# ---- uart_rx_buf ----
==> uart_rx_buf/zoom.png <==
Region (39, 17) to (79, 57) um. Cells in gray, sequential cells in the stronger gray; small squares are vias.
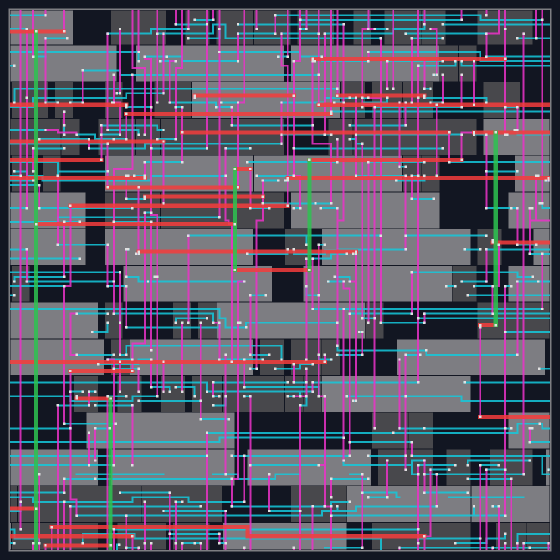
--- src/rtl/uart_rx_pkg.sv ---
// Shared definitions for the UART receive buffer: receiver state encoding
// and default build constants.
package uart_rx_pkg;

  localparam int BAUD_DIV_DEF = 174;
  localparam int FIFO_AW_DEF  = 3;

  typedef enum logic [2:0] {
    IDLE    = 3'd0,
    START   = 3'd1,
    DATA    = 3'd2,
    STOP    = 3'd3,
    WAIT_HI = 3'd4
  } rx_state_e;

endpackage

--- src/rtl/ice_sync_fifo.sv ---
// Single-clock first-word-fall-through FIFO. A push into a full FIFO only
// succeeds when a pop happens in the same cycle.
module ice_sync_fifo #(
  parameter int DW = 8,
  parameter int AW = 3
) (
  input  logic          clk_i,
  input  logic          rst_i,
  input  logic          push_i,
  input  logic [DW-1:0] push_data_i,
  input  logic          pop_i,
  output logic [DW-1:0] pop_data_o,
  output logic          full_o,
  output logic          empty_o,
  output logic [AW:0]   count_o
);

  localparam logic [AW:0] DEPTH = {1'b1, {AW{1'b0}}};

  logic [DW-1:0] mem_q [2**AW];
  logic [AW-1:0] wr_ptr_q;
  logic [AW-1:0] rd_ptr_q;
  logic [AW:0]   count_q;
  logic          wr_en;
  logic          rd_en;

  assign full_o     = (count_q == DEPTH);
  assign empty_o    = (count_q == {(AW+1){1'b0}});
  assign count_o    = count_q;
  assign pop_data_o = mem_q[rd_ptr_q];

  // A simultaneous pop frees the slot the push needs.
  assign rd_en = pop_i && !empty_o;
  assign wr_en = push_i && (!full_o || rd_en);

  always_ff @(posedge clk_i) begin
    if (wr_en) begin
      mem_q[wr_ptr_q] <= push_data_i;
    end
  end

  always_ff @(posedge clk_i or posedge rst_i) begin
    if (rst_i) begin
      wr_ptr_q <= {AW{1'b0}};
      rd_ptr_q <= {AW{1'b0}};
      count_q  <= {(AW+1){1'b0}};
    end else begin
      if (wr_en) begin
        wr_ptr_q <= wr_ptr_q + AW'(1'b1);
      end
      if (rd_en) begin
        rd_ptr_q <= rd_ptr_q + AW'(1'b1);
      end
      case ({wr_en, rd_en})
        2'b10:   count_q <= count_q + (AW+1)'(1'b1);
        2'b01:   count_q <= count_q - (AW+1)'(1'b1);
        default: count_q <= count_q;
      endcase
    end
  end

endmodule

--- src/rtl/uart_rx_buf.sv ---
// 8N1 UART receiver with line synchronizer, mid-bit sampling FSM and a
// receive FIFO; framing errors and dropped bytes are reported as pulses.
module uart_rx_buf
  import uart_rx_pkg::*;
#(
  parameter int BAUD_DIV = BAUD_DIV_DEF,
  parameter int FIFO_AW  = FIFO_AW_DEF
) (
  input  logic               clk,
  input  logic               reset,
  input  logic               rx,
  output logic [7:0]         rd_data,
  output logic               rd_valid,
  input  logic               rd_ready,
  output logic               frame_err,
  output logic               overflow,
  output logic [FIFO_AW:0]   fill
);

  localparam int          CW      = $clog2(BAUD_DIV);
  localparam logic [CW-1:0] HALF_LD = CW'(BAUD_DIV / 2 - 1);
  localparam logic [CW-1:0] FULL_LD = CW'(BAUD_DIV - 1);
  localparam logic [CW-1:0] CNT_ONE = {{(CW-1){1'b0}}, 1'b1};

  rx_state_e     state_q, state_d;
  logic [CW-1:0] cnt_q, cnt_d;
  logic [2:0]    idx_q, idx_d;
  logic [7:0]    shift_q, shift_d;
  logic          sync1_q, rxs_q, rxs_prev_q;
  logic          frame_err_q, frame_err_d;
  logic          overflow_q, overflow_d;
  logic          push;
  logic          pop;
  logic          fifo_full;
  logic          fifo_empty;

  assign rd_valid  = !fifo_empty;
  assign pop       = rd_valid && rd_ready;
  assign frame_err = frame_err_q;
  assign overflow  = overflow_q;

  // Synchronizer plus one extra stage for falling-edge detection.
  always_ff @(posedge clk or posedge reset) begin
    if (reset) begin
      sync1_q    <= 1'b1;
      rxs_q      <= 1'b1;
      rxs_prev_q <= 1'b1;
    end else begin
      sync1_q    <= rx;
      rxs_q      <= sync1_q;
      rxs_prev_q <= rxs_q;
    end
  end

  always_ff @(posedge clk or posedge reset) begin
    if (reset) begin
      state_q     <= IDLE;
      cnt_q       <= {CW{1'b0}};
      idx_q       <= 3'd0;
      shift_q     <= 8'h00;
      frame_err_q <= 1'b0;
      overflow_q  <= 1'b0;
    end else begin
      state_q     <= state_d;
      cnt_q       <= cnt_d;
      idx_q       <= idx_d;
      shift_q     <= shift_d;
      frame_err_q <= frame_err_d;
      overflow_q  <= overflow_d;
    end
  end

  always_comb begin
    state_d     = state_q;
    cnt_d       = cnt_q;
    idx_d       = idx_q;
    shift_d     = shift_q;
    push        = 1'b0;
    frame_err_d = 1'b0;
    case (state_q)
      IDLE: begin
        if (rxs_prev_q && !rxs_q) begin
          state_d = START;
          cnt_d   = HALF_LD;
        end else begin
          state_d = IDLE;
        end
      end
      START: begin
        if (cnt_q == {CW{1'b0}}) begin
          // A line that is high again at mid start bit was only a glitch.
          if (!rxs_q) begin
            state_d = DATA;
            cnt_d   = FULL_LD;
            idx_d   = 3'd0;
          end else begin
            state_d = IDLE;
          end
        end else begin
          cnt_d = cnt_q - CNT_ONE;
        end
      end
      DATA: begin
        if (cnt_q == {CW{1'b0}}) begin
          shift_d = {rxs_q, shift_q[7:1]};
          cnt_d   = FULL_LD;
          idx_d   = idx_q + 3'd1;
          if (idx_q == 3'd7) begin
            state_d = STOP;
          end else begin
            state_d = DATA;
          end
        end else begin
          cnt_d = cnt_q - CNT_ONE;
        end
      end
      STOP: begin
        if (cnt_q == {CW{1'b0}}) begin
          if (rxs_q) begin
            push    = 1'b1;
            state_d = IDLE;
          end else begin
            frame_err_d = 1'b1;
            state_d     = WAIT_HI;
          end
        end else begin
          cnt_d = cnt_q - CNT_ONE;
        end
      end
      WAIT_HI: begin
        if (rxs_q) begin
          state_d = IDLE;
        end else begin
          state_d = WAIT_HI;
        end
      end
      default: begin
        state_d = IDLE;
      end
    endcase
    overflow_d = push && fifo_full && !pop;
  end

  ice_sync_fifo #(
    .DW (8),
    .AW (FIFO_AW)
  ) u_fifo (
    .clk_i       (clk),
    .rst_i       (reset),
    .push_i      (push),
    .push_data_i (shift_q),
    .pop_i       (pop),
    .pop_data_o  (rd_data),
    .full_o      (fifo_full),
    .empty_o     (fifo_empty),
    .count_o     (fill)
  );

endmodule

--- config.mk ---
export PLATFORM = sky130hd
export DESIGN_NAME = uart_rx_buf
export DESIGN_NICKNAME = d
export VERILOG_FILES = /design/src/rtl/uart_rx_pkg.sv /design/src/rtl/ice_sync_fifo.sv /design/src/rtl/uart_rx_buf.sv
export SDC_FILE = /design/constraint.sdc
export NUM_CORES = 1
export LEC_CHECK = 0
export ABC_AREA = 1
export CAP_MARGIN = 20
export CORE_ASPECT_RATIO = 0.6
export CORE_MARGIN = 4
export CORE_UTILIZATION = 60
export DETAILED_ROUTE_END_ITERATION = 8
export PLACE_DENSITY = 0.77
export SLEW_MARGIN = 25
export SYNTH_ARGS = -nofsm -noshare
export SYNTH_HDL_FRONTEND = slang
export SYNTH_SLANG_ARGS = --single-unit
--- constraint.sdc ---
create_clock -name clk -period 2.84 [get_ports clk]
set_clock_uncertainty 0.2 [all_clocks]
set_input_delay 0.568 -clock clk [delete_from_list [all_inputs] [get_ports clk]]
set_output_delay 0.568 -clock clk [all_outputs]
set_load 0.005 [all_outputs]
==> flow.log <==
[flow] collecting metrics
INFO  metric status = finished, final reports clean
INFO  metric topRoutingLayerUsed = met4
INFO  metric fp-row-count = 23
INFO  metric largestPowerGroup = registers
INFO  metric num_cts_buffers = 9
INFO  metric die_height = 74.4 um
INFO  metric tap-cell-count = 87
INFO  metric netlist_logic_family_top = simple AND/OR/NAND/NOR gates
INFO  metric synth_cells = 399
INFO  metric comb_area_share = 27.3%
INFO  metric cts_hold_repair.buffers = 0
INFO  metric registers.top_by_ff_count = u_fifo.mem_q
INFO  metric final-nonclk-buf-share = 7.34%
INFO  metric vias = 3057
INFO  metric ys_async_sr_fraction = 36.6%
INFO  metric multi_input_logic_area = 0.00140 mm^2
INFO  metric p_switching = 1.63 mW
INFO  metric cell_count_post_placement = 510
INFO  metric xor_share = 1.39%
INFO  metric timing.slew.headroom = 63.9%
INFO  metric yosys_cells = 399
INFO  metric post-route-min-period = 2790 ps
INFO  metric reg2regPathDepth = 9
INFO  metric endpoints_failing_hold = 0
INFO  metric mean_post_synth_cell_area = 11.1 um^2
INFO  metric global_route.usage.total = 22.9%
INFO  metric synth_compound_gate_area_share = 9.93%
INFO  metric floorplan.nets = 409
INFO  metric power.share.sequential = 38.6%
INFO  metric post-layout-total-power = 4.65 mW
INFO  metric layout.filler_cells = 470
INFO  metric synthTopCellsByArea = edfxtp_1 44%, dfrtp_1 19%, nor2_1 6.3%
INFO  metric area_growth_syn_to_fin = 15.9%
INFO  metric pin_count_of_the_biggest_net_entering_global_routing = 38
INFO  metric critPathKind = reg2out
INFO  metric grt-busiest-layer = met1
INFO  metric rr_endpoint = u_fifo.mem_q[0][5]
INFO  metric use_met1 = 34.1%
INFO  metric sequentialPower = 1.79 mW
INFO  metric flop_cell = edfxtp_1
INFO  metric logic_gates = 257
INFO  metric worst_setup_path_start_kind = flip-flop
INFO  metric timing.final.setup_violations = 0
INFO  metric top_area_cell = edfxtp_1
INFO  metric final_min_period_over_clock_period = 98.1%
INFO  metric layout.sequential_cells = 101
INFO  metric synth.top_cell.area_share = 43.6%
INFO  metric ys_sh_mux = 1.79%
INFO  metric finalInstanceArea = 0.00511 mm^2
INFO  metric largest_register_ff_count = 64
INFO  metric clock-root-buffer = clkbuf_16
INFO  metric regArea = 0.00285 mm^2
INFO  metric critical_path.startpoint = u_fifo.rd_ptr_q[0]
INFO  metric layout_top_cells_excl_fill_tap = 74 x nor2_1, 64 x edfxtp_1, 48 x nand2_1
INFO  metric synthAdderAreaFrac = 1.70%
INFO  metric ff2ff_setup_slack = 250 ps
INFO  metric powerClk = 1.11 mW
INFO  metric r2r_start = cnt_q[0]
INFO  metric synth_area = 0.00441 mm^2
INFO  metric post_drt_wl_per_cell = 17.6 um
INFO  metric clock_cell_area_share = 5.16%
INFO  metric critPathCaptureType = output pin
INFO  metric critical_path.endpoint = rd_data[5]
INFO  metric total_met2_wirelength_after_detailed_routing = 3950 um
Notes on uart_rx_buf/zoom.png above:
| color | layer |
|---|---|
| cyan | met1 |
| green | met4 |
| magenta | met2 |
| red | met3 |
sequential cells in the window: 26
netlist names of flops here include: `u_fifo.mem_q` (18), `shift_q` (5), `cnt_q` (2)
most frequent: edfxtp_1 (18), nor2_1 (15), o21ai_0 (11)
cells with their middle in the window: 92

-- stage by stage --
step | util, % | setup WS [ps] | hold slack, ps
finish | 74.0 | 54.4 | 155
global route | 74.0 | -5.06 | 166
CTS | 73.3 | -17.8 | 155
detailed placement | 69.2 | 223 | 147
global placement | 69.2 | 212 | 147
floorplan | - | 338 | 145
-- critical path, cell delays in order, from the launching register on --
cell and delay (ps):
dfrtp_2 450, buf_12 200, o21ai_0 110, o22ai_1 180, nor2_1 60, a31oi_1 140, clkdlybuf4s50_1 520

# ---- mario_input_ctrl ----
File: config.mk
export PLATFORM = sky130hd
export DESIGN_NAME = mario_input_ctrl
export DESIGN_NICKNAME = d
export VERILOG_FILES = /design/src/rtl/mario_input_ctrl.sv
export SDC_FILE = /design/constraint.sdc
export NUM_CORES = 1
export LEC_CHECK = 0
export CAP_MARGIN = 10
export CORE_MARGIN = 8
export CORE_UTILIZATION = 40
export CTS_BUF_LIST = sky130_fd_sc_hd__clkbuf_4
export CTS_CLUSTER_DIAMETER = 30
export DETAILED_ROUTE_END_ITERATION = 16
export HOLD_SLACK_MARGIN = 0.12
export PLACE_DENSITY = 0.64
export SLEW_MARGIN = 20
export SYNTH_ARGS = -nofsm -noshare
export SYNTH_HDL_FRONTEND = slang
export SYNTH_SLANG_ARGS = --single-unit
File: constraint.sdc
create_clock -name clk -period 2 [get_ports clk]
set_input_delay 0.3 -clock clk [delete_from_list [all_inputs] [get_ports clk]]
set_output_delay 0.3 -clock clk [all_outputs]
set_load 0.02 [all_outputs]
File: src/rtl/mario_input_ctrl.sv
// Button front-end for the Mario character controller: 2-flop sync, debounce,
// last-pressed left/right arbitration and a length-bounded jump level.
module mario_input_ctrl #(
  parameter int DEB_CYCLES = 500000,
  parameter int JUMP_MAX   = 25000000
) (
  input  logic clk,
  input  logic rst,
  input  logic btn_left,
  input  logic btn_right,
  input  logic btn_jump,
  output logic left,
  output logic right,
  output logic jump,
  output logic jump_start
);

  localparam int DW = $clog2(DEB_CYCLES);
  localparam int TW = $clog2(JUMP_MAX);
  localparam logic [DW-1:0] DEB_LAST   = DW'(DEB_CYCLES - 1);
  localparam logic [TW-1:0] TIMER_LAST = TW'(JUMP_MAX - 1);

  // Bit order for all per-button vectors: [0] left, [1] right, [2] jump.
  logic [2:0]    sync_a;
  logic [2:0]    sync_b;
  logic [2:0]    stable;
  logic [2:0]    stable_q;
  logic [DW-1:0] deb_cnt [3];
  logic [2:0]    rise;
  logic [2:0]    fall;

  always_ff @(posedge clk) begin
    if (rst) begin
      sync_a   <= '0;
      sync_b   <= '0;
      stable_q <= '0;
    end else begin
      sync_a   <= {btn_jump, btn_right, btn_left};
      sync_b   <= sync_a;
      stable_q <= stable;
    end
  end

  // A flip needs DEB_CYCLES consecutive disagreeing samples; any agreement restarts the count.
  always_ff @(posedge clk) begin
    for (int i = 0; i < 3; i++) begin
      if (rst) begin
        stable[i]  <= 1'b0;
        deb_cnt[i] <= '0;
      end else if (sync_b[i] == stable[i]) begin
        deb_cnt[i] <= '0;
      end else if (deb_cnt[i] == DEB_LAST) begin
        stable[i]  <= sync_b[i];
        deb_cnt[i] <= '0;
      end else begin
        deb_cnt[i] <= deb_cnt[i] + 1'b1;
      end
    end
  end

  assign rise = stable & ~stable_q;
  assign fall = ~stable & stable_q;

  typedef enum logic [1:0] {D_IDLE, D_LEFT, D_RIGHT} dir_t;
  typedef enum logic [1:0] {J_IDLE, J_ACTIVE, J_WAIT_REL} jmp_t;

  dir_t          dir_state;
  dir_t          dir_next;
  jmp_t          jmp_state;
  jmp_t          jmp_next;
  logic [TW-1:0] timer;
  logic [TW-1:0] timer_next;

  // Last-pressed wins; on a same-cycle tie out of idle, right wins.
  always_comb begin
    dir_next = dir_state;
    case (dir_state)
      D_IDLE: begin
        if (rise[1])      dir_next = D_RIGHT;
        else if (rise[0]) dir_next = D_LEFT;
      end
      D_LEFT: begin
        if (rise[1] || (fall[0] && stable[1])) dir_next = D_RIGHT;
        else if (fall[0])                      dir_next = D_IDLE;
      end
      D_RIGHT: begin
        if (rise[0] || (fall[1] && stable[0])) dir_next = D_LEFT;
        else if (fall[1])                      dir_next = D_IDLE;
      end
      default: dir_next = D_IDLE;
    endcase
  end

  // Release is checked before timeout so a same-cycle release lands in idle.
  always_comb begin
    jmp_next   = jmp_state;
    timer_next = timer;
    case (jmp_state)
      J_IDLE: begin
        if (rise[2]) begin
          jmp_next   = J_ACTIVE;
          timer_next = '0;
        end
      end
      J_ACTIVE: begin
        if (!stable[2]) begin
          jmp_next = J_IDLE;
        end else if (timer == TIMER_LAST) begin
          jmp_next = J_WAIT_REL;
        end else begin
          timer_next = timer + 1'b1;
        end
      end
      J_WAIT_REL: begin
        if (!stable[2]) jmp_next = J_IDLE;
      end
      default: jmp_next = J_IDLE;
    endcase
  end

  always_ff @(posedge clk) begin
    if (rst) begin
      dir_state  <= D_IDLE;
      jmp_state  <= J_IDLE;
      timer      <= '0;
      left       <= 1'b0;
      right      <= 1'b0;
      jump       <= 1'b0;
      jump_start <= 1'b0;
    end else begin
      dir_state  <= dir_next;
      jmp_state  <= jmp_next;
      timer      <= timer_next;
      left       <= (dir_next == D_LEFT);
      right      <= (dir_next == D_RIGHT);
      jump       <= (jmp_next == J_ACTIVE);
      jump_start <= (jmp_state == J_IDLE) && (jmp_next == J_ACTIVE);
    end
  end

endmodule

==> mario_input_ctrl/metal_stack.png <==
Scale: 3 px per um. Two of the layers only.
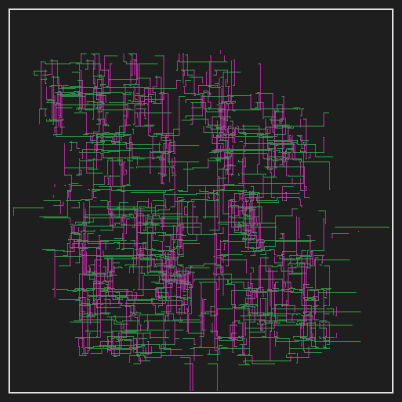
| color | layer | wire length |
|---|---|---|
| green | met1 | 4210 um |
| magenta | met2 | 4050 um |

==> flow.log <==
[flow] collecting metrics
INFO  metric status = finished, final reports clean
INFO  metric rsz0062_at_grt = false
INFO  metric endpoints_failing_hold = 0
INFO  metric dp_worst_setup_slack = 93.0 ps
INFO  metric post-dp-hpwl = 6240 um
INFO  metric largest_register_ff_count = 57
INFO  metric post-route-min-period = 1870 ps
INFO  metric r2r_start = deb_cnt[1][0]
INFO  metric xor_share = 12.2%
INFO  metric fp-row-count = 40
INFO  metric non_clock_inverter_count = 9
INFO  metric use_met1 = 14.0%
INFO  metric leakage = 2.05 nW
INFO  metric overflow = 0
INFO  metric tns = 0 ps
INFO  metric basic_gate_share_of_the_synthesized_area_counting_and_or_nand_and_nor_cells = 26.6%
INFO  metric mostFrequentLayoutCell = nor2_1
INFO  metric rr_endpoint = deb_cnt[1][17]
INFO  metric enable_flop_cells = 57
INFO  metric min_path_type = in2reg
INFO  metric cts_htree_levels = 3
INFO  metric synth.top_cell.area_share = 34.5%
INFO  metric crit_path_frequent_cell = nor2_1
INFO  metric die_height = 127 um
INFO  metric dr.first_iter.drc_count = 158
INFO  metric yosys_cells = 490
INFO  metric buffer_ports.inserted = 8
INFO  metric top_cell = nor2_1
INFO  metric pin_count_of_the_biggest_net_entering_global_routing = 24
INFO  metric worst_skew_pair.late_latency = 480 ps
INFO  metric core_area = 0.0121 mm^2
INFO  metric cell_count_post_placement = 727
INFO  metric worst_setup_path_start_kind = flip-flop
INFO  metric grt-busiest-layer = met2
INFO  metric log.warning_count = 26
INFO  metric seq_area_share = 45.7%
INFO  metric critical_path_peak_fanout = 10
INFO  metric floorplan.die.width = 127 um
INFO  metric synthAdderAreaFrac = 1.01%
INFO  metric buffers = 26
INFO  metric power.density = 626 mW/mm^2
INFO  metric chip_area = 0.0162 mm^2
INFO  metric logic_gates = 422
INFO  metric post_cts_repair_timing_setup_buffer_count = 0
INFO  metric post_drt_wl_per_cell = 11.7 um
INFO  metric finalCoreUtilization = 47.4%
INFO  metric hold_end = sync_a[1]
INFO  metric required_arrival_time_at_the_worst_endpoint = 2330 ps
INFO  metric vias_in_the_first_global_route = 3449
[worst max-delay path by stage]
stage | startpoint | to | slack, ps | cells after the start
2_1_floorplan | deb_cnt[1][0] | deb_cnt[1][10] | 140 | 8
3_3_place_gp | deb_cnt[0][10] | deb_cnt[0][9] | 120 | 7
3_5_place_dp | deb_cnt[1][0] | deb_cnt[1][17] | 90 | 7
4_1_cts | deb_cnt[1][0] | deb_cnt[1][17] | 60 | 7
5_1_grt | timer[11] | timer[3] | 0.5 | 6
6_report | deb_cnt[1][0] | deb_cnt[1][17] | 130 | 7


==> layout pictures side by side <==
Metal 2.
Scale: 3 px per um.
Plate I
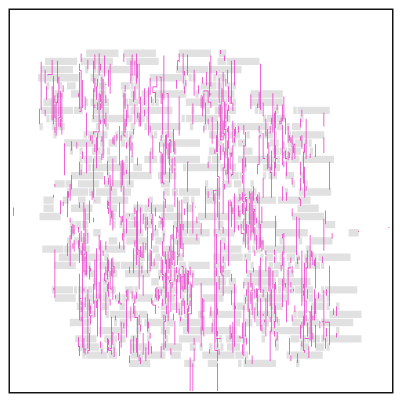
Plate II
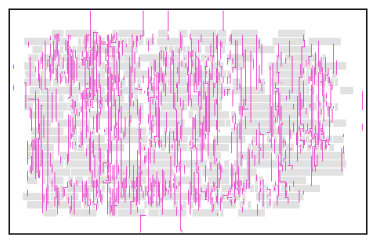
- largest die: Plate I
| picture | from |
|---|---|
| Plate II | uart_rx_buf |
| Plate I | mario_input_ctrl |

No activity file was given, so power comes from the tool's default toggle rates.
